######## up_down_count_monitor_flat ########
Fig. 1: up_down_count_monitor_flat, zoomed window
Region (12, 33) to (52, 73) µm. Cells in grey, sequential cells in the stronger grey; small squares are vias.
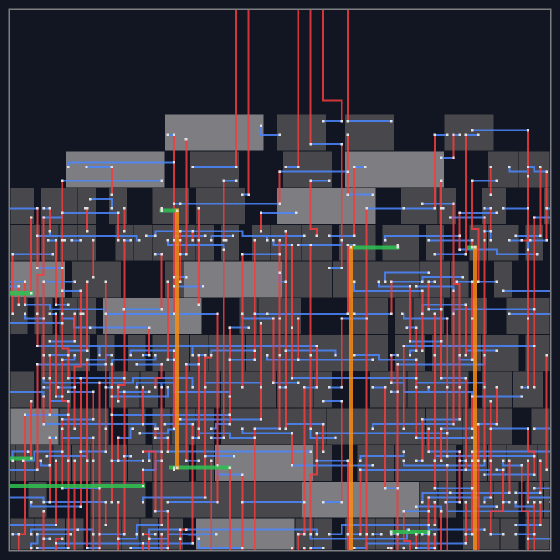

--- src/rtl/up_down_count_monitor_if.sv ---
`default_nettype none
// ============================================================================
// Module   : up_down_count_monitor_if
// Brief    : Observation bus between a 4-bit up/down counter and its monitor.
//            err_cnt exists only when MON_ERR_COUNT_EN is defined.
// Revision : 1.0
// ============================================================================
interface up_down_count_monitor_if #(
    parameter int WRAP_W = 8
);
    logic [3:0]        count;
    logic              up_down;
    logic              err_clr;
    logic              armed;
    logic              wrap_up;
    logic              wrap_dn;
    logic              err;
    logic              err_sticky;
    logic [WRAP_W-1:0] wrap_cnt;
`ifdef MON_ERR_COUNT_EN
    logic [7:0]        err_cnt;

    modport master (
        output count, up_down, err_clr,
        input  armed, wrap_up, wrap_dn, err, err_sticky, wrap_cnt, err_cnt
    );
    modport slave (
        input  count, up_down, err_clr,
        output armed, wrap_up, wrap_dn, err, err_sticky, wrap_cnt, err_cnt
    );
`else
    modport master (
        output count, up_down, err_clr,
        input  armed, wrap_up, wrap_dn, err, err_sticky, wrap_cnt
    );
    modport slave (
        input  count, up_down, err_clr,
        output armed, wrap_up, wrap_dn, err, err_sticky, wrap_cnt
    );
`endif
endinterface
`default_nettype wire

--- src/rtl/up_down_count_monitor.sv ---
`default_nettype none
// ============================================================================
// Module   : up_down_count_monitor
// Brief    : Predicts the next legal count of a LOW..HIGH up/down counter and
//            flags mismatches, range errors and wrap events. MON_ERR_COUNT_EN
//            adds a saturating error counter.
// Revision : 1.0
// ============================================================================
module up_down_count_monitor #(
    parameter logic [3:0] LOW    = 4'd3,
    parameter logic [3:0] HIGH   = 4'd15,
    parameter int         WRAP_W = 8
) (
    input wire                      clk,
    input wire                      rst,
    up_down_count_monitor_if.slave  bus
);

    typedef enum logic [1:0] {
        S_IDLE  = 2'd0,
        S_SYNC  = 2'd1,
        S_TRACK = 2'd2
    } state_t;

    state_t            r_state;
    state_t            w_state_nxt;
    logic              w_check;
    logic [3:0]        r_c_q;
    logic              r_d_q;
    logic [3:0]        w_exp;
    logic [4:0]        w_lo_diff;
    logic [4:0]        w_hi_diff;
    logic              w_range_bad;
    logic              w_err;
    logic              w_wrap_up;
    logic              w_wrap_dn;
    logic              r_armed;
    logic              r_err;
    logic              r_wrap_up;
    logic              r_wrap_dn;
    logic              r_err_sticky;
    logic [WRAP_W-1:0] r_wrap_cnt;

    always_ff @(posedge clk) begin
        if (!rst) begin
            r_state <= S_IDLE;
        end else begin
            r_state <= w_state_nxt;
        end
    end

    always_comb begin
        w_state_nxt = r_state;
        w_check     = 1'b0;
        case (r_state)
            S_IDLE:  w_state_nxt = S_SYNC;
            S_SYNC: begin
                w_state_nxt = S_TRACK;
                w_check     = 1'b1;
            end
            S_TRACK: w_check = 1'b1;
            default: w_state_nxt = S_IDLE;
        endcase
    end

    assign w_exp = r_d_q ? ((r_c_q == HIGH) ? LOW  : r_c_q + 4'd1)
                         : ((r_c_q == LOW)  ? HIGH : r_c_q - 4'd1);

    // Borrow bits give the range test without a constant-folded compare when HIGH is 15
    assign w_lo_diff   = {1'b0, bus.count} - {1'b0, LOW};
    assign w_hi_diff   = {1'b0, HIGH} - {1'b0, bus.count};
    assign w_range_bad = w_lo_diff[4] | w_hi_diff[4];

    assign w_err     = w_check & (w_range_bad | (bus.count != w_exp));
    assign w_wrap_up = w_check & ~w_err &  r_d_q & (r_c_q == LOW  ? 1'b0 : 1'b1) & (r_c_q == HIGH) & (bus.count == LOW);
    assign w_wrap_dn = w_check & ~w_err & ~r_d_q & (r_c_q == LOW) & (bus.count == HIGH);

    always_ff @(posedge clk) begin
        if (!rst) begin
            r_c_q        <= LOW;
            r_d_q        <= 1'b1;
            r_armed      <= 1'b0;
            r_err        <= 1'b0;
            r_wrap_up    <= 1'b0;
            r_wrap_dn    <= 1'b0;
            r_err_sticky <= 1'b0;
            r_wrap_cnt   <= '0;
        end else begin
            // Always resync to the observed value so one glitch yields one error
            r_c_q        <= bus.count;
            r_d_q        <= bus.up_down;
            r_armed      <= w_check;
            r_err        <= w_err;
            r_wrap_up    <= w_wrap_up;
            r_wrap_dn    <= w_wrap_dn;
            r_err_sticky <= w_err | (r_err_sticky & ~bus.err_clr);
            if ((w_wrap_up | w_wrap_dn) && (r_wrap_cnt != {WRAP_W{1'b1}})) begin
                r_wrap_cnt <= r_wrap_cnt + WRAP_W'(1);
            end
        end
    end

    assign bus.armed      = r_armed;
    assign bus.err        = r_err;
    assign bus.wrap_up    = r_wrap_up;
    assign bus.wrap_dn    = r_wrap_dn;
    assign bus.err_sticky = r_err_sticky;
    assign bus.wrap_cnt   = r_wrap_cnt;

`ifdef MON_ERR_COUNT_EN
    logic [7:0] r_err_cnt;

    always_ff @(posedge clk) begin
        if (!rst) begin
            r_err_cnt <= 8'd0;
        end else if (bus.err_clr) begin
            r_err_cnt <= w_err ? 8'd1 : 8'd0;
        end else if (w_err && (r_err_cnt != 8'hFF)) begin
            r_err_cnt <= r_err_cnt + 8'd1;
        end
    end

    assign bus.err_cnt = r_err_cnt;
`endif

endmodule
`default_nettype wire

--- src/flat_wrapper.sv ---
// flat-port wrapper written by rule: the top's interface ports become plain ports
module up_down_count_monitor_flat 
#(
    parameter logic [3:0] LOW    = 4'd3,
    parameter logic [3:0] HIGH   = 4'd15,
    parameter int         WRAP_W = 8
)
  (clk, rst, bus_count, bus_up_down, bus_err_clr, bus_armed, bus_wrap_up, bus_wrap_dn, bus_err, bus_err_sticky, bus_wrap_cnt);
  up_down_count_monitor_if #(.WRAP_W(WRAP_W)) bus_i ();
  input wire clk;
  input wire rst;
  input wire logic [$bits(bus_i.count)-1:0] bus_count;
  input wire logic [$bits(bus_i.up_down)-1:0] bus_up_down;
  input wire logic [$bits(bus_i.err_clr)-1:0] bus_err_clr;
  output wire logic [$bits(bus_i.armed)-1:0] bus_armed;
  output wire logic [$bits(bus_i.wrap_up)-1:0] bus_wrap_up;
  output wire logic [$bits(bus_i.wrap_dn)-1:0] bus_wrap_dn;
  output wire logic [$bits(bus_i.err)-1:0] bus_err;
  output wire logic [$bits(bus_i.err_sticky)-1:0] bus_err_sticky;
  output wire logic [$bits(bus_i.wrap_cnt)-1:0] bus_wrap_cnt;
  assign bus_i.count = bus_count;
  assign bus_i.up_down = bus_up_down;
  assign bus_i.err_clr = bus_err_clr;
  assign bus_armed = bus_i.armed;
  assign bus_wrap_up = bus_i.wrap_up;
  assign bus_wrap_dn = bus_i.wrap_dn;
  assign bus_err = bus_i.err;
  assign bus_err_sticky = bus_i.err_sticky;
  assign bus_wrap_cnt = bus_i.wrap_cnt;
  up_down_count_monitor #(.LOW(LOW), .HIGH(HIGH), .WRAP_W(WRAP_W)) u_core (.clk(clk), .rst(rst), .bus(bus_i));
endmodule
--- config.mk ---
export PLATFORM = sky130hd
export DESIGN_NAME = up_down_count_monitor_flat
export DESIGN_NICKNAME = d
export VERILOG_FILES = /design/src/rtl/up_down_count_monitor_if.sv /design/src/rtl/up_down_count_monitor.sv /design/src/flat_wrapper.sv
export SDC_FILE = /design/constraint.sdc
export NUM_CORES = 1
export LEC_CHECK = 0
export ABC_AREA = 1
export CAP_MARGIN = 25
export CORE_ASPECT_RATIO = 1.25
export CORE_MARGIN = 8
export CORE_UTILIZATION = 45
export DETAILED_ROUTE_END_ITERATION = 6
export PLACE_DENSITY = 0.7
export REMOVE_ABC_BUFFERS = 1
export SYNTH_ARGS = -nofsm -noshare
export SYNTH_HDL_FRONTEND = slang
export SYNTH_SLANG_ARGS = --single-unit
--- constraint.sdc ---
create_clock -name clk -period 1.85 [get_ports clk]
set_input_delay 0.555 -clock clk [delete_from_list [all_inputs] [get_ports clk]]
set_output_delay 0.555 -clock clk [all_outputs]
set_load 0.02 [all_outputs]
######## cond_diff_subtractor16_pipe ########
File: config.mk
export PLATFORM = sky130hd
export DESIGN_NAME = cond_diff_subtractor16_pipe
export DESIGN_NICKNAME = d
export VERILOG_FILES = /design/src/rtl/cond_diff_subtractor16_pipe.sv
export SDC_FILE = /design/constraint.sdc
export NUM_CORES = 1
export LEC_CHECK = 0
export CAP_MARGIN = 25
export CELL_PAD_IN_SITES_DETAIL_PLACEMENT = 1
export CELL_PAD_IN_SITES_GLOBAL_PLACEMENT = 2
export CORE_AREA = 2 2 135 137
export CTS_BUF_LIST = sky130_fd_sc_hd__clkbuf_16
export DETAILED_ROUTE_END_ITERATION = 7
export DIE_AREA = 0 0 137 139
export HOLD_SLACK_MARGIN = 0.02
export PLACE_DENSITY = 0.83
export SKIP_CTS_REPAIR_TIMING = 1
export SYNTH_ARGS = -nofsm -noshare
export SYNTH_HDL_FRONTEND = slang
export SYNTH_SLANG_ARGS = --single-unit
export TNS_END_PERCENT = 100
File: constraint.sdc
create_clock -name clk -period 6.9 [get_ports clk]
set_clock_uncertainty 0.1 [all_clocks]
set_input_delay 1.38 -clock clk [delete_from_list [all_inputs] [get_ports clk]]
set_output_delay 1.38 -clock clk [all_outputs]
set_load 0.005 [all_outputs]
File: src/rtl/cond_diff_subtractor16_pipe.sv
// ---------------------------------------------------------------------------
// cond_diff_subtractor16_pipe
//   Pipelined 16-bit conditional-difference subtractor:
//   {Bout, Diff} = x - y - Bin (mod 2^17). The select tree keeps a
//   difference/borrow pair for borrow-in 0 and for borrow-in 1 per group.
//   It merges these pairs at widths 2, 4, 8 and 16, and Bin picks the
//   final pair.
//
//   Pipeline: stage 0 (operand register) -> stage 1 (width-2 pairs)
//             -> [stage 2 (width-4 pairs), PIPE_MID=1 only] -> output.
//   Latency is 2+PIPE_MID cycles. Throughput is one result per cycle.
//
//   Handshake (valid/ready): a transfer occurs on an edge where valid and
//   ready are both high. stall = out_valid & ~out_ready. in_ready = ~stall.
//   While stalled, every stage register and valid bit holds. Otherwise
//   the pipeline advances one stage per cycle.
//
//   Parameters: PIPE_MID (1: register between width-4 and width-8 merges)
//   Optional macro: COND_DIFF_FLAGS_EN adds Z (Diff==0) and V (signed
//   overflow). Both are registered alongside Diff.
//
//   Ports:
//     clk, rst            clock, async active-high reset
//     in_valid/in_ready   operand handshake; x, y, Bin operands
//     out_valid/out_ready result handshake; Diff, Bout results
//     Z, V                flags (COND_DIFF_FLAGS_EN only)
// ---------------------------------------------------------------------------

// One merge level: combines adjacent W-bit groups into 2W-bit groups.
// The upper group's pair is chosen by the lower group's borrow-out.
// This is done separately for borrow-in 0 (d0/b0) and borrow-in 1 (d1/b1).
module cond_diff_merge #(
  parameter int W = 1
) (
  input  logic [15:0]         ad0,
  input  logic [15:0]         ad1,
  input  logic [16/W-1:0]     ab0,
  input  logic [16/W-1:0]     ab1,
  output logic [15:0]         rd0,
  output logic [15:0]         rd1,
  output logic [16/(2*W)-1:0] rb0,
  output logic [16/(2*W)-1:0] rb1
);
  for (genvar g = 0; g < 16 / (2 * W); g++) begin : g_grp
    assign rd0[2*g*W +: W]     = ad0[2*g*W +: W];
    assign rd1[2*g*W +: W]     = ad1[2*g*W +: W];
    assign rd0[(2*g+1)*W +: W] = ab0[2*g] ? ad1[(2*g+1)*W +: W] : ad0[(2*g+1)*W +: W];
    assign rd1[(2*g+1)*W +: W] = ab1[2*g] ? ad1[(2*g+1)*W +: W] : ad0[(2*g+1)*W +: W];
    assign rb0[g]              = ab0[2*g] ? ab1[2*g+1] : ab0[2*g+1];
    assign rb1[g]              = ab1[2*g] ? ab1[2*g+1] : ab0[2*g+1];
  end
endmodule

module cond_diff_subtractor16_pipe #(
  parameter int PIPE_MID = 1
) (
  input  logic        clk,
  input  logic        rst,
  input  logic        in_valid,
  output logic        in_ready,
  input  logic [15:0] x,
  input  logic [15:0] y,
  input  logic        Bin,
  output logic        out_valid,
  input  logic        out_ready,
  output logic [15:0] Diff,
  output logic        Bout
`ifdef COND_DIFF_FLAGS_EN
  ,
  output logic        Z,
  output logic        V
`endif
);

  // Side-band data carried with each operand: [0]=Bin, plus the operand
  // sign bits when the overflow flag is built.
`ifdef COND_DIFF_FLAGS_EN
  localparam int SW = 3;
`else
  localparam int SW = 1;
`endif

  logic stall, adv;
  assign stall    = out_valid & ~out_ready;
  assign adv      = ~stall;
  assign in_ready = adv;

  // ---------------- stage 0: operand register ----------------
  logic          v0;
  logic [15:0]   x0, y0;
  logic [SW-1:0] side_in, side0;

`ifdef COND_DIFF_FLAGS_EN
  assign side_in = {y[15], x[15], Bin};
`else
  assign side_in = Bin;
`endif

  always_ff @(posedge clk or posedge rst) begin
    if (rst) begin
      v0    <= 1'b0;
      x0    <= '0;
      y0    <= '0;
      side0 <= '0;
    end else if (adv) begin
      v0 <= in_valid;
      if (in_valid) begin
        x0    <= x;
        y0    <= y;
        side0 <= side_in;
      end
    end
  end

  // ---------------- width-1 pairs, width-2 merge ----------------
  logic [15:0] p_d0, p_d1, p_b0, p_b1;
  assign p_d0 = x0 ^ y0;
  assign p_d1 = ~(x0 ^ y0);
  assign p_b0 = ~x0 & y0;
  assign p_b1 = (~x0 & y0) | ~(x0 ^ y0);

  logic [15:0] w2_d0, w2_d1;
  logic [7:0]  w2_b0, w2_b1;

  cond_diff_merge #(.W(1)) u_m2 (
    .ad0(p_d0), .ad1(p_d1), .ab0(p_b0), .ab1(p_b1),
    .rd0(w2_d0), .rd1(w2_d1), .rb0(w2_b0), .rb1(w2_b1)
  );

  // ---------------- stage 1: width-2 pairs ----------------
  logic          v1;
  logic [15:0]   s1_d0, s1_d1;
  logic [7:0]    s1_b0, s1_b1;
  logic [SW-1:0] side1;

  always_ff @(posedge clk or posedge rst) begin
    if (rst) begin
      v1    <= 1'b0;
      s1_d0 <= '0;
      s1_d1 <= '0;
      s1_b0 <= '0;
      s1_b1 <= '0;
      side1 <= '0;
    end else if (adv) begin
      v1    <= v0;
      s1_d0 <= w2_d0;
      s1_d1 <= w2_d1;
      s1_b0 <= w2_b0;
      s1_b1 <= w2_b1;
      side1 <= side0;
    end
  end

  // ---------------- width-4 merge ----------------
  logic [15:0] w4_d0, w4_d1;
  logic [3:0]  w4_b0, w4_b1;

  cond_diff_merge #(.W(2)) u_m4 (
    .ad0(s1_d0), .ad1(s1_d1), .ab0(s1_b0), .ab1(s1_b1),
    .rd0(w4_d0), .rd1(w4_d1), .rb0(w4_b0), .rb1(w4_b1)
  );

  // ---------------- optional stage 2: width-4 pairs ----------------
  logic          mv;
  logic [15:0]   m_d0, m_d1;
  logic [3:0]    m_b0, m_b1;
  logic [SW-1:0] m_side;

  if (PIPE_MID != 0) begin : g_mid
    logic          v2;
    logic [15:0]   s2_d0, s2_d1;
    logic [3:0]    s2_b0, s2_b1;
    logic [SW-1:0] side2;

    always_ff @(posedge clk or posedge rst) begin
      if (rst) begin
        v2    <= 1'b0;
        s2_d0 <= '0;
        s2_d1 <= '0;
        s2_b0 <= '0;
        s2_b1 <= '0;
        side2 <= '0;
      end else if (adv) begin
        v2    <= v1;
        s2_d0 <= w4_d0;
        s2_d1 <= w4_d1;
        s2_b0 <= w4_b0;
        s2_b1 <= w4_b1;
        side2 <= side1;
      end
    end

    assign mv     = v2;
    assign m_d0   = s2_d0;
    assign m_d1   = s2_d1;
    assign m_b0   = s2_b0;
    assign m_b1   = s2_b1;
    assign m_side = side2;
  end else begin : g_nomid
    assign mv     = v1;
    assign m_d0   = w4_d0;
    assign m_d1   = w4_d1;
    assign m_b0   = w4_b0;
    assign m_b1   = w4_b1;
    assign m_side = side1;
  end

  // ---------------- width-8 and width-16 merges ----------------
  logic [15:0] w8_d0, w8_d1, w16_d0, w16_d1;
  logic [1:0]  w8_b0, w8_b1;
  logic        w16_b0, w16_b1;

  cond_diff_merge #(.W(4)) u_m8 (
    .ad0(m_d0), .ad1(m_d1), .ab0(m_b0), .ab1(m_b1),
    .rd0(w8_d0), .rd1(w8_d1), .rb0(w8_b0), .rb1(w8_b1)
  );

  cond_diff_merge #(.W(8)) u_m16 (
    .ad0(w8_d0), .ad1(w8_d1), .ab0(w8_b0), .ab1(w8_b1),
    .rd0(w16_d0), .rd1(w16_d1), .rb0(w16_b0), .rb1(w16_b1)
  );

  // Bin chooses between the borrow-in-0 and borrow-in-1 results.
  logic [15:0] diff_nx;
  logic        bout_nx;
  assign diff_nx = m_side[0] ? w16_d1 : w16_d0;
  assign bout_nx = m_side[0] ? w16_b1 : w16_b0;

  // ---------------- output register ----------------
  always_ff @(posedge clk or posedge rst) begin
    if (rst) begin
      out_valid <= 1'b0;
      Diff      <= '0;
      Bout      <= 1'b0;
    end else if (adv) begin
      out_valid <= mv;
      Diff      <= diff_nx;
      Bout      <= bout_nx;
    end
  end

`ifdef COND_DIFF_FLAGS_EN
  // Overflow: operand signs differ and the result sign differs from x.
  always_ff @(posedge clk or posedge rst) begin
    if (rst) begin
      Z <= 1'b0;
      V <= 1'b0;
    end else if (adv) begin
      Z <= ~|diff_nx;
      V <= (m_side[1] ^ m_side[2]) & (m_side[1] ^ diff_nx[15]);
    end
  end
`endif

endmodule

######## sap_control_sequencer ########
## config.mk

```make
export PLATFORM = sky130hd
export DESIGN_NAME = sap_control_sequencer
export DESIGN_NICKNAME = d
export VERILOG_FILES = /design/src/rtl/sap_control_sequencer.sv
export SDC_FILE = /design/constraint.sdc
export NUM_CORES = 1
export LEC_CHECK = 0
export CORE_UTILIZATION = 43
export CTS_CLUSTER_DIAMETER = 150
export DETAILED_ROUTE_END_ITERATION = 6
export PLACE_DENSITY_LB_ADDON = 0.25
export SKIP_CTS_REPAIR_TIMING = 1
export SYNTH_ARGS = -nofsm -noshare
export SYNTH_HDL_FRONTEND = slang
export SYNTH_SLANG_ARGS = --single-unit
```

## constraint.sdc

```tcl
create_clock -name clk -period 2.2 [get_ports clk]
set_input_delay 0.55 -clock clk [delete_from_list [all_inputs] [get_ports clk]]
set_output_delay 0.55 -clock clk [all_outputs]
set_load 0.02 [all_outputs]
```

## src/rtl/sap_control_sequencer.sv

```systemverilog
// rtl/sap_control_sequencer.sv - six-phase ring sequencer and control-word decoder
// One-hot T1..T6 ring plus a sticky HALT state; control word is decoded from state and opcode.
module sap_control_sequencer #(
  parameter logic [3:0] LDA_OP = 4'h0,
  parameter logic [3:0] ADD_OP = 4'h1,
  parameter logic [3:0] SUB_OP = 4'h2,
  parameter logic [3:0] OUT_OP = 4'hE,
  parameter logic [3:0] HLT_OP = 4'hF
) (
  input  logic       clk,
  input  logic       rst,
  input  logic [3:0] opcode,
  output logic       cp,
  output logic       ep,
  output logic       lm,
  output logic       ce,
  output logic       li,
  output logic       ei,
  output logic       la,
  output logic       ea,
  output logic       su,
  output logic       eu,
  output logic       lb,
  output logic       lo,
  output logic       hlt,
  output logic [5:0] t_state
);

  typedef enum logic [6:0] {
    S_T1   = 7'b0000001,
    S_T2   = 7'b0000010,
    S_T3   = 7'b0000100,
    S_T4   = 7'b0001000,
    S_T5   = 7'b0010000,
    S_T6   = 7'b0100000,
    S_HALT = 7'b1000000
  } state_t;

  state_t state;
  state_t state_next;

  logic is_mem_op;

  assign is_mem_op = (opcode == LDA_OP) || (opcode == ADD_OP) || (opcode == SUB_OP);

  always_ff @(posedge clk) begin
    if (rst) begin
      state <= S_T1;
    end else begin
      state <= state_next;
    end
  end

  always_comb begin
    state_next = state;
    cp         = 1'b0;
    ep         = 1'b0;
    lm         = 1'b0;
    ce         = 1'b0;
    li         = 1'b0;
    ei         = 1'b0;
    la         = 1'b0;
    ea         = 1'b0;
    su         = 1'b0;
    eu         = 1'b0;
    lb         = 1'b0;
    lo         = 1'b0;
    hlt        = 1'b0;
    t_state    = state[5:0];

    case (state)
      S_T1: begin
        ep         = 1'b1;
        lm         = 1'b1;
        state_next = S_T2;
      end
      S_T2: begin
        cp         = 1'b1;
        state_next = S_T3;
      end
      S_T3: begin
        ce         = 1'b1;
        li         = 1'b1;
        state_next = S_T4;
      end
      S_T4: begin
        if (is_mem_op) begin
          ei = 1'b1;
          lm = 1'b1;
        end else if (opcode == OUT_OP) begin
          ea = 1'b1;
          lo = 1'b1;
        end
        state_next = (opcode == HLT_OP) ? S_HALT : S_T5;
      end
      S_T5: begin
        if (opcode == LDA_OP) begin
          ce = 1'b1;
          la = 1'b1;
        end else if ((opcode == ADD_OP) || (opcode == SUB_OP)) begin
          ce = 1'b1;
          lb = 1'b1;
        end
        state_next = S_T6;
      end
      S_T6: begin
        if ((opcode == ADD_OP) || (opcode == SUB_OP)) begin
          eu = 1'b1;
          la = 1'b1;
          su = (opcode == SUB_OP);
        end
        state_next = S_T1;
      end
      S_HALT: begin
        hlt        = 1'b1;
        state_next = S_HALT;
      end
      default: begin
        state_next = S_T1;
      end
    endcase

    // Reset aborts immediately: the control word must not leak a pulse in the reset cycle.
    if (rst) begin
      cp      = 1'b0;
      ep      = 1'b0;
      lm      = 1'b0;
      ce      = 1'b0;
      li      = 1'b0;
      ei      = 1'b0;
      la      = 1'b0;
      ea      = 1'b0;
      su      = 1'b0;
      eu      = 1'b0;
      lb      = 1'b0;
      lo      = 1'b0;
      hlt     = 1'b0;
      t_state = 6'b000001;
    end
  end

endmodule
```

######## param_aggregator_flat ########
$ cat config.mk
export PLATFORM = sky130hd
export DESIGN_NAME = param_aggregator_flat
export DESIGN_NICKNAME = d
export VERILOG_FILES = /design/src/rtl/param_aggregator_if.sv /design/src/rtl/param_aggregator.sv /design/src/flat_wrapper.sv
export SDC_FILE = /design/constraint.sdc
export NUM_CORES = 1
export LEC_CHECK = 0
export CORE_ASPECT_RATIO = 1.75
export CORE_UTILIZATION = 45
export CTS_CLUSTER_DIAMETER = 120
export DETAILED_ROUTE_END_ITERATION = 8
export PLACE_DENSITY_LB_ADDON = 0.2
export SLEW_MARGIN = 30
export SYNTH_ARGS = -nofsm -noshare
export SYNTH_HDL_FRONTEND = slang
export SYNTH_SLANG_ARGS = --single-unit
$ cat constraint.sdc
create_clock -name clk -period 4.95 [get_ports clk]
set_clock_uncertainty 0.15 [all_clocks]
set_input_delay 0.495 -clock clk [delete_from_list [all_inputs] [get_ports clk]]
set_output_delay 0.495 -clock clk [all_outputs]
set_load 0.02 [all_outputs]
$ cat src/rtl/param_aggregator_if.sv
// ---------------------------------------------------------------------------
// param_aggregator_if
//   Bundles the sender (dequeue-style FIFO read side), receiver (enqueue-style
//   wide consumer) and runtime control signals of param_aggregator.
//
//   Signals
//     sender_data         word at the sender head
//     sender_empty_n      sender holds a word
//     sender_deq          aggregator pops the sender this cycle
//     receiver_data       packed group, lane k = bits [(k+1)*DW-1 : k*DW]
//     receiver_mask       lane-valid bits for receiver_data
//     receiver_full_n     receiver can accept
//     receiver_enq        aggregator pushes receiver_data/mask this cycle
//     change_fetch_width  1-cycle pulse requesting a new group size
//     input_fetch_width   requested group size (legal range 1..MAX_FETCH_WIDTH)
//     flush               1-cycle pulse requesting emission of a partial group
//     cfg_err             sticky out-of-range request flag
//
//   Modports
//     master  the surrounding environment (drives sender/receiver/control)
//     slave   the aggregator itself
// ---------------------------------------------------------------------------
interface param_aggregator_if #(
  parameter int DATA_WIDTH      = 8,
  parameter int MAX_FETCH_WIDTH = 6
);
  localparam int CW = $clog2(MAX_FETCH_WIDTH + 1);

  logic [DATA_WIDTH-1:0]                 sender_data;
  logic                                  sender_empty_n;
  logic                                  sender_deq;
  logic [MAX_FETCH_WIDTH*DATA_WIDTH-1:0] receiver_data;
  logic [MAX_FETCH_WIDTH-1:0]            receiver_mask;
  logic                                  receiver_full_n;
  logic                                  receiver_enq;
  logic                                  change_fetch_width;
  logic [CW-1:0]                         input_fetch_width;
  logic                                  flush;
  logic                                  cfg_err;

  modport master (
    output sender_data, sender_empty_n, receiver_full_n,
    output change_fetch_width, input_fetch_width, flush,
    input  sender_deq, receiver_data, receiver_mask, receiver_enq, cfg_err
  );

  modport slave (
    input  sender_data, sender_empty_n, receiver_full_n,
    input  change_fetch_width, input_fetch_width, flush,
    output sender_deq, receiver_data, receiver_mask, receiver_enq, cfg_err
  );
endinterface

$ cat src/rtl/param_aggregator.sv
// ---------------------------------------------------------------------------
// param_aggregator
//   Packs a stream of DATA_WIDTH words popped from a FIFO read side into
//   groups of up to MAX_FETCH_WIDTH words and presents each group as one wide
//   word (plus lane-valid mask) to an enqueue-style receiver. The group size
//   can be changed at runtime, a flush pulse emits a partial group, and a
//   one-entry output register lets accumulation continue while the receiver
//   applies back-pressure.
//
//   Ports
//     clk   single clock
//     rst   asynchronous, active-high reset
//     bus   param_aggregator_if.slave: sender, receiver and control signals
//           (see the interface header for the individual signals)
// ---------------------------------------------------------------------------
module param_aggregator #(
  parameter int DATA_WIDTH      = 8,
  parameter int MAX_FETCH_WIDTH = 6
) (
  input  logic                  clk,
  input  logic                  rst,
  param_aggregator_if.slave     bus
);

  localparam int CW = $clog2(MAX_FETCH_WIDTH + 1);

  typedef enum logic {
    EMPTY,
    FILL
  } state_e;

  // Registered state
  state_e                                     state_q;
  logic [CW-1:0]                              count_q;
  logic [CW-1:0]                              fw_q;
  logic                                       pend_valid_q;
  logic [CW-1:0]                              pend_fw_q;
  logic                                       flush_pend_q;
  logic [MAX_FETCH_WIDTH-1:0][DATA_WIDTH-1:0] acc_q;
  logic                                       out_valid_q;
  logic [MAX_FETCH_WIDTH-1:0][DATA_WIDTH-1:0] out_data_q;
  logic [MAX_FETCH_WIDTH-1:0]                 out_mask_q;
  logic                                       cfg_err_q;

  // Combinational handshake / control
  logic                                       last_slot;
  logic                                       accept;
  logic                                       deq;
  logic                                       enq;
  logic                                       out_free;
  logic [CW-1:0]                              n_words;
  logic                                       grp_done;
  logic                                       flush_req;
  logic                                       has_words;
  logic                                       flush_go;
  logic                                       load;
  logic                                       apply_pend;
  logic                                       req_ok;
  logic [MAX_FETCH_WIDTH-1:0][DATA_WIDTH-1:0] load_data;
  logic [MAX_FETCH_WIDTH-1:0]                 load_mask;

  always_comb begin
    last_slot = (count_q == CW'(fw_q - CW'(1)));
    out_free  = !out_valid_q || bus.receiver_full_n;

    // Only the final word of a group needs a free output register; earlier
    // words keep landing in the accumulator while the receiver is stalled.
    accept    = !(last_slot && out_valid_q && !bus.receiver_full_n);
    deq       = bus.sender_empty_n && accept;
    enq       = out_valid_q && bus.receiver_full_n;

    n_words   = CW'(count_q + CW'(deq));
    grp_done  = deq && last_slot;
    flush_req = bus.flush || flush_pend_q;
    has_words = (count_q != '0) || deq;
    flush_go  = flush_req && has_words && out_free;
    load      = grp_done || flush_go;

    // A word popped this cycle bypasses the accumulator straight into its
    // lane so a group can complete with no extra cycle of latency.
    load_data = '0;
    load_mask = '0;
    for (int k = 0; k < MAX_FETCH_WIDTH; k++) begin
      if (CW'(k) < n_words) begin
        load_mask[k] = 1'b1;
        if (deq && (CW'(k) == count_q)) begin
          load_data[k] = bus.sender_data;
        end else begin
          load_data[k] = acc_q[k];
        end
      end
    end

    // A pending size is only adopted between groups so the group in
    // progress always completes at the size it started with.
    apply_pend = pend_valid_q && (((state_q == EMPTY) && !deq) || load);
    req_ok     = (bus.input_fetch_width != '0) &&
                 (bus.input_fetch_width <= CW'(MAX_FETCH_WIDTH));
  end

  always_ff @(posedge clk or posedge rst) begin
    if (rst) begin
      state_q      <= EMPTY;
      count_q      <= '0;
      fw_q         <= CW'(MAX_FETCH_WIDTH);
      pend_valid_q <= 1'b0;
      pend_fw_q    <= CW'(MAX_FETCH_WIDTH);
      flush_pend_q <= 1'b0;
      acc_q        <= '0;
      out_valid_q  <= 1'b0;
      out_data_q   <= '0;
      out_mask_q   <= '0;
      cfg_err_q    <= 1'b0;
    end else begin
      // The output register may drain and reload in the same cycle.
      if (load) begin
        out_valid_q <= 1'b1;
        out_data_q  <= load_data;
        out_mask_q  <= load_mask;
        count_q     <= '0;
        state_q     <= EMPTY;
      end else begin
        if (enq) begin
          out_valid_q <= 1'b0;
        end
        if (deq) begin
          acc_q[count_q] <= bus.sender_data;
          count_q        <= CW'(count_q + CW'(1));
          state_q        <= FILL;
        end
      end

      // A flush that finds the output register blocked waits for it; a
      // flush with nothing to emit is dropped.
      flush_pend_q <= flush_req && has_words && !out_free;

      if (apply_pend) begin
        fw_q         <= pend_fw_q;
        pend_valid_q <= 1'b0;
      end

      // Placed after the apply so that a request arriving in the same cycle
      // remains pending (newest request wins).
      if (bus.change_fetch_width) begin
        if (req_ok) begin
          pend_valid_q <= 1'b1;
          pend_fw_q    <= bus.input_fetch_width;
        end else begin
          cfg_err_q    <= 1'b1;
        end
      end
    end
  end

  assign bus.sender_deq    = deq;
  assign bus.receiver_enq  = enq;
  assign bus.receiver_data = out_data_q;
  assign bus.receiver_mask = out_mask_q;
  assign bus.cfg_err       = cfg_err_q;

endmodule
$ cat src/flat_wrapper.sv
// flat-port wrapper written by rule: the top's interface ports become plain ports
module param_aggregator_flat 
#(
  parameter int DATA_WIDTH      = 8,
  parameter int MAX_FETCH_WIDTH = 6
)
  (clk, rst, bus_sender_data, bus_sender_empty_n, bus_receiver_full_n, bus_change_fetch_width, bus_input_fetch_width, bus_flush, bus_sender_deq, bus_receiver_data, bus_receiver_mask, bus_receiver_enq, bus_cfg_err);
  param_aggregator_if #(.DATA_WIDTH(DATA_WIDTH), .MAX_FETCH_WIDTH(MAX_FETCH_WIDTH)) bus_i ();
  input  logic clk;
  input  logic rst;
  input wire logic [$bits(bus_i.sender_data)-1:0] bus_sender_data;
  input wire logic [$bits(bus_i.sender_empty_n)-1:0] bus_sender_empty_n;
  input wire logic [$bits(bus_i.receiver_full_n)-1:0] bus_receiver_full_n;
  input wire logic [$bits(bus_i.change_fetch_width)-1:0] bus_change_fetch_width;
  input wire logic [$bits(bus_i.input_fetch_width)-1:0] bus_input_fetch_width;
  input wire logic [$bits(bus_i.flush)-1:0] bus_flush;
  output wire logic [$bits(bus_i.sender_deq)-1:0] bus_sender_deq;
  output wire logic [$bits(bus_i.receiver_data)-1:0] bus_receiver_data;
  output wire logic [$bits(bus_i.receiver_mask)-1:0] bus_receiver_mask;
  output wire logic [$bits(bus_i.receiver_enq)-1:0] bus_receiver_enq;
  output wire logic [$bits(bus_i.cfg_err)-1:0] bus_cfg_err;
  assign bus_i.sender_data = bus_sender_data;
  assign bus_i.sender_empty_n = bus_sender_empty_n;
  assign bus_i.receiver_full_n = bus_receiver_full_n;
  assign bus_i.change_fetch_width = bus_change_fetch_width;
  assign bus_i.input_fetch_width = bus_input_fetch_width;
  assign bus_i.flush = bus_flush;
  assign bus_sender_deq = bus_i.sender_deq;
  assign bus_receiver_data = bus_i.receiver_data;
  assign bus_receiver_mask = bus_i.receiver_mask;
  assign bus_receiver_enq = bus_i.receiver_enq;
  assign bus_cfg_err = bus_i.cfg_err;
  param_aggregator #(.DATA_WIDTH(DATA_WIDTH), .MAX_FETCH_WIDTH(MAX_FETCH_WIDTH)) u_core (.clk(clk), .rst(rst), .bus(bus_i));
endmodule
Fig. 2: cond_diff_subtractor16_pipe, routing congestion map
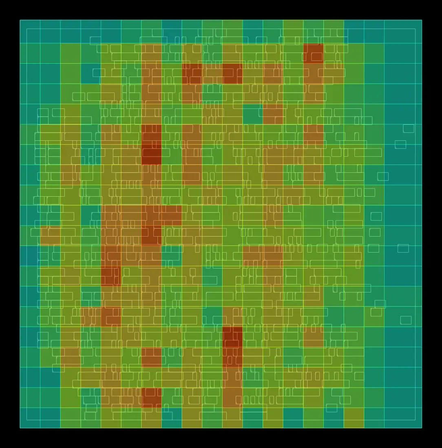
Layout Utilization: 0.448
WL per Instance: 14.6 µm
global routing met1 resource utilization: 0.209

==> impl_metrics.csv, cond_diff_subtractor16_pipe <==
group,metric,value,unit
run_status,status,"finished clean",
clock_network,clock_latency,0.41,ns
place,dpl.cell_count,884,
setup_path,crit_chain,"clkdlybuf4s50_1, nor2b_4, inv_2, clkdlybuf4s50_1",
clock_network,cts_buffers,17,
synth,ys_seq_share,0.546,
clock_network,root_buffer,"clkbuf_16",
cells_and_area,biggestCellCategory,"registers",
setup_path,r2r_slack,4.44,ns
synth,syn_avg_cell_area,10.6,µm²
hold_path,holdPathStages,2,
power_and_ir_drop,p_clk,843,µW
synth,adder_share,0.0607,
setup_path,critPathRequiredTime,5.42,ns
cells_and_area,final-comb-area,2720,µm²
route,drt_iter0_drc,189,
place,port_buffers,55,
cells_and_area,synthToLayoutAreaGrowth,20.0,%
die,die-area,19000,µm²
power_and_ir_drop,power-per-cell-area,465,nW/µm²
global_route,grt_pass1_wl,23.0,mm
cells_and_area,nClkBuffers,17,
timing,whs,0.365,ns
setup_path,cp-endpoint,"in_ready",
die,tap_cells,229,
synth,yosys.area_share.simple,0.102,
synth,netlist_instances,625,
synth,syn-cell-area,6600,µm²
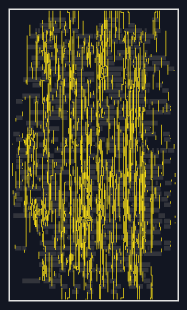
Fig. 3. Met2 routing (param_aggregator_flat).
(2 px per µm)
share of all routed wire: 53%
wire length on this layer: 6100 µm
longest straight run: 73.4 µm
nets with wire on the layer: 473
main direction: vertical
Total Wirelength: 11.5 mm
met2 usage: 0.357
detailed-route via count: 3573

==> impl_metrics.csv, param_aggregator_flat <==
group,metric,value,unit
run_status,status,"finished clean",
clock_network,ctsResizeCount,0,
cells_and_area,stdcell_count,658,
setup_path,worstSetupEndpointType,"flop",
synth,syn-cell-area,5260,µm²
die,num_rows,51,
power_and_ir_drop,pg_comb,1.75,mW
route,viasPerCell,5.43,
synth,syn_avg_cell_area,12.0,µm²
synth,area_leaders,"dfrtp_1 53%, mux2_2 11%, mux2i_1 9.3%",
cells_and_area,final-comb-area,2230,µm²
hold_path,min_to,"u_core.bus.receiver_data[2]$_DFFE_PP0P_",
route,met3_length,382,µm
cells_and_area,layout_top_cells,"112 x dfrtp_1, 73 x clkdlybuf4s50_1, 71 x nand2_1, 51 x mux2_2, 49 x mux2i_1",
cells_and_area,flops,116,
synth,synth.net_count,462,
timing,timing.fmax,0.271,GHz
timing,whs,0.327,ns
setup_path,cp.buffers_inverters,2,
timing,finalClockPeriodUsage,0.744,
clock_network,cts.clk_slew.worst_paths,0.05,ns
setup_path,worstReg2RegStart,"u_core.fw_q[1]$_DFFE_PP1P_",
synth,top_cells_by_count,"112 x dfrtp_1, 71 x nand2_1, 51 x mux2_2",
synth,ys_seq_share,0.553,
cells_and_area,layout.nets,538,
place,port_buffers,73,
power_and_ir_drop,p_comb_frac,0.387,
setup_path,path_delay_family,"AND-OR/OR-AND gates",
flow_run,warnings,29,
setup_path,worstRegToRegCells,11,
synth,netlist_instances,437,
place,place_congestion,0.798,
timing,worst_slack,1.27,ns
timing,finalCriticalPeriod,3.68,ns
clock_network,cts_buffers,17,
route,drtAntennaViolNets,0,
synth,synth.most_common_cell,"dfrtp_1",
setup_path,cp-endpoint,"u_core.bus.receiver_data[0]$_DFFE_PP0P_",
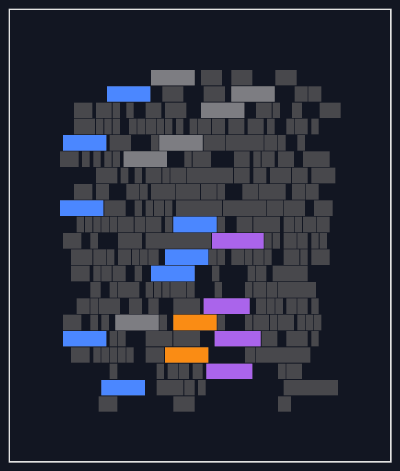
Fig. 4. Sequential cells coloured by netlist name (up_down_count_monitor_flat).
(6 px per µm)
legend:
  purple:
    signal: u_core.r_c_q
    sequential_cells: 4
  orange:
    signal: u_core.r_state
    sequential_cells: 2
  blue:
    signal: u_core.bus.wrap_cnt
    sequential_cells: 8
not coloured: 6
Seq. pwr: 516 µW
FF/Latch Area: 408 µm²
Seq area share: 0.223
Layout Utilization: 0.682

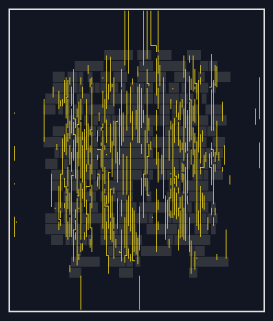
Fig. 5. Met2 routing (up_down_count_monitor_flat).
(4 px per µm)
longest straight run: 30.3 µm
main direction: vertical
share of all routed wire: 53%
nets with wire on the layer: 210
detailed-route via count: 1330
met2 usage: 0.284
Total Wirelength: 3.32 mm

Notes on Fig. 1 above:
legend:
  blue:
    layer: met1
  green:
    layer: met3
  red:
    layer: met2
  orange:
    layer: met4
netlist names of flops here include: u_core.bus.wrap_cnt (4)
sequential cells in the window: 10
most frequent: nand2_1 (22), inv_1 (17), buf_4 (16)
cells with their middle in the window: 132

==> impl_metrics.csv, up_down_count_monitor_flat <==
group,metric,value,unit
route,drt_iter0_drc,51,
timing,worst_slack,-0.0893,ns
hold_path,hp-class,"reg2reg",
die,die_w,63.4,µm
run_status,status,"complete, but fails checks",
power_and_ir_drop,swShare,0.325,
setup_path,worstRegToRegCells,14,
place,dpl.cell_count,252,
run_status,violations,"negative setup slack",
setup_path,cp.buffers_inverters,3,
clock_network,clockBufferDepth,2,
synth,syn-cell-area,1260,µm²
global_route,grt_max_degree,16,
synth,synth-seq-cells,20,
synth,top_cells_by_count,"45 x nand2_1, 33 x inv_1, 20 x dfxtp_1",
timing,setup_viol_count_final,8,
cells_and_area,comb-cell-share,0.461,
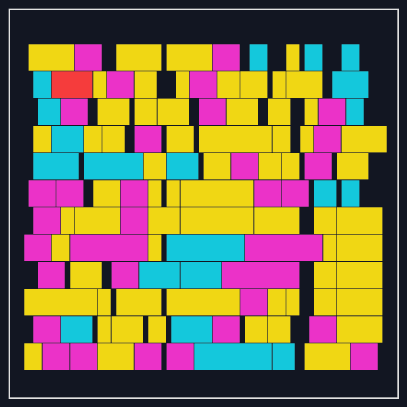
Fig. 6. Sizing map (sap_control_sequencer).
(10 px per µm)
legend:
  yellow:
    size: drive 1 or less
    cells: 65
    share: 55%
  magenta:
    size: drive 3 to 4
    cells: 33
    share: 28%
  cyan:
    size: drive 2
    cells: 20
    share: 17%
  red:
    size: drive 6 and up
    cells: 1
    share: 0.84%
Area Overhead vs Synth: 80.8%
Finished Cell Area: 1050 µm²
post-route setup slack: 0.0252 ns

==> impl_metrics.csv, sap_control_sequencer <==
group,metric,value,unit
synth,synth_cell_type_count,28,
setup_path,r2r_slack,0.73,ns
global_route,grt_pass1_wl,3.09,mm
global_route,grt_use_met2,0.575,
cells_and_area,signal_buffers,47,
die,die-area,1500,µm²
synth,logic_family,"simple AND/OR/NAND/NOR gates",
synth,async_reset_ff_frac,0,
run_status,status,"finished clean",
synth,syn_avg_cell_area,8.29,µm²
place,place_congestion,0.810,
die,die_w,38.7,µm
cells_and_area,seq_area,143,µm²
power_and_ir_drop,peakVddDrop,618,µV
cells_and_area,layout.nets,126,
route,dr.pass1.iters,4,
place,hpwl,1.64,mm
setup_path,critPathMaxFanout,4,
setup_path,cp.buffers_inverters,1,
clock_network,clock_latency,0.26,ns
power_and_ir_drop,p_leak,0.627,nW
global_route,grt_max_degree,9,
cells_and_area,largest_register_ffs,7,
power_and_ir_drop,seqPwrFrac,0.280,
synth,synth.net_count,76,
flow_run,maxCapViolations,0,

==> notes/layouts.md <==
Pictures saved along the way, in no particular order.

Gate-type map.
picture 1
(12 px per µm)
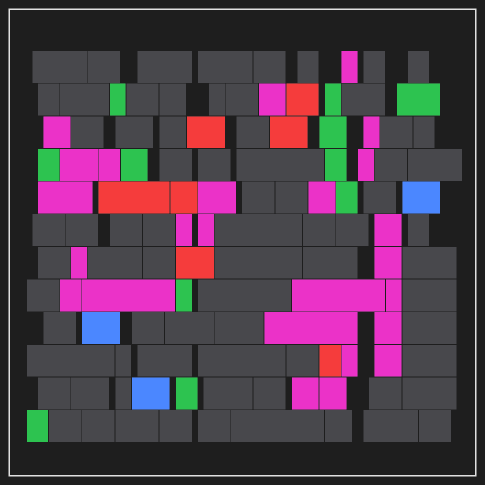
picture 2
(6 px per µm)
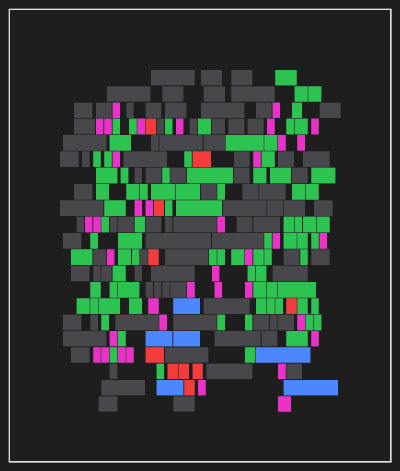
picture 3
(4 px per µm)
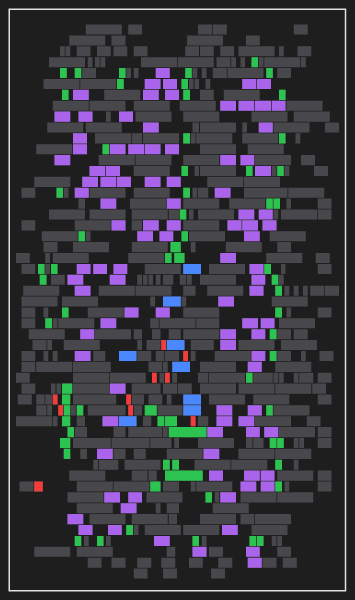
picture 4
(3 px per µm)
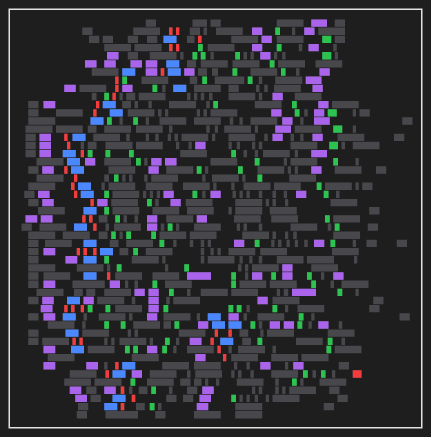
- fewest cells: picture 1
- largest die: picture 4
sap_control_sequencer -> picture 1
up_down_count_monitor_flat -> picture 2
param_aggregator_flat -> picture 3
cond_diff_subtractor16_pipe -> picture 4

Key to picture 1:
legend:
  magenta:
    family: NOR gates
    cells: 25
  blue:
    family: XOR/XNOR gates
    cells: 3
  red:
    family: inverting AOI/OAI gates
    cells: 7
  green:
    family: NAND gates
    cells: 11
    where: widely spread



==> gallery <==
Routing congestion map.
Plate I
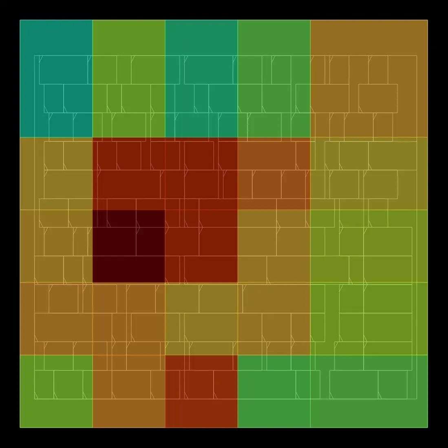
Plate II
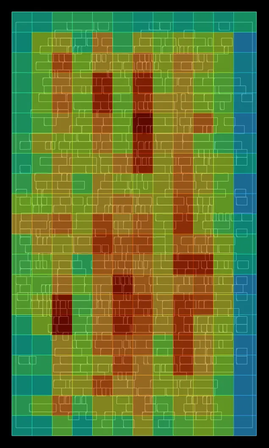
Plate III
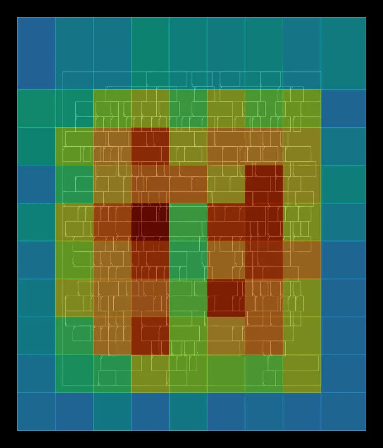
- param_aggregator_flat = Plate II
- up_down_count_monitor_flat = Plate III
- sap_control_sequencer = Plate I
Of these, least wire per cell: Plate III
Of these, lowest track usage: Plate III

Power is estimated from default activity; no workload was simulated.
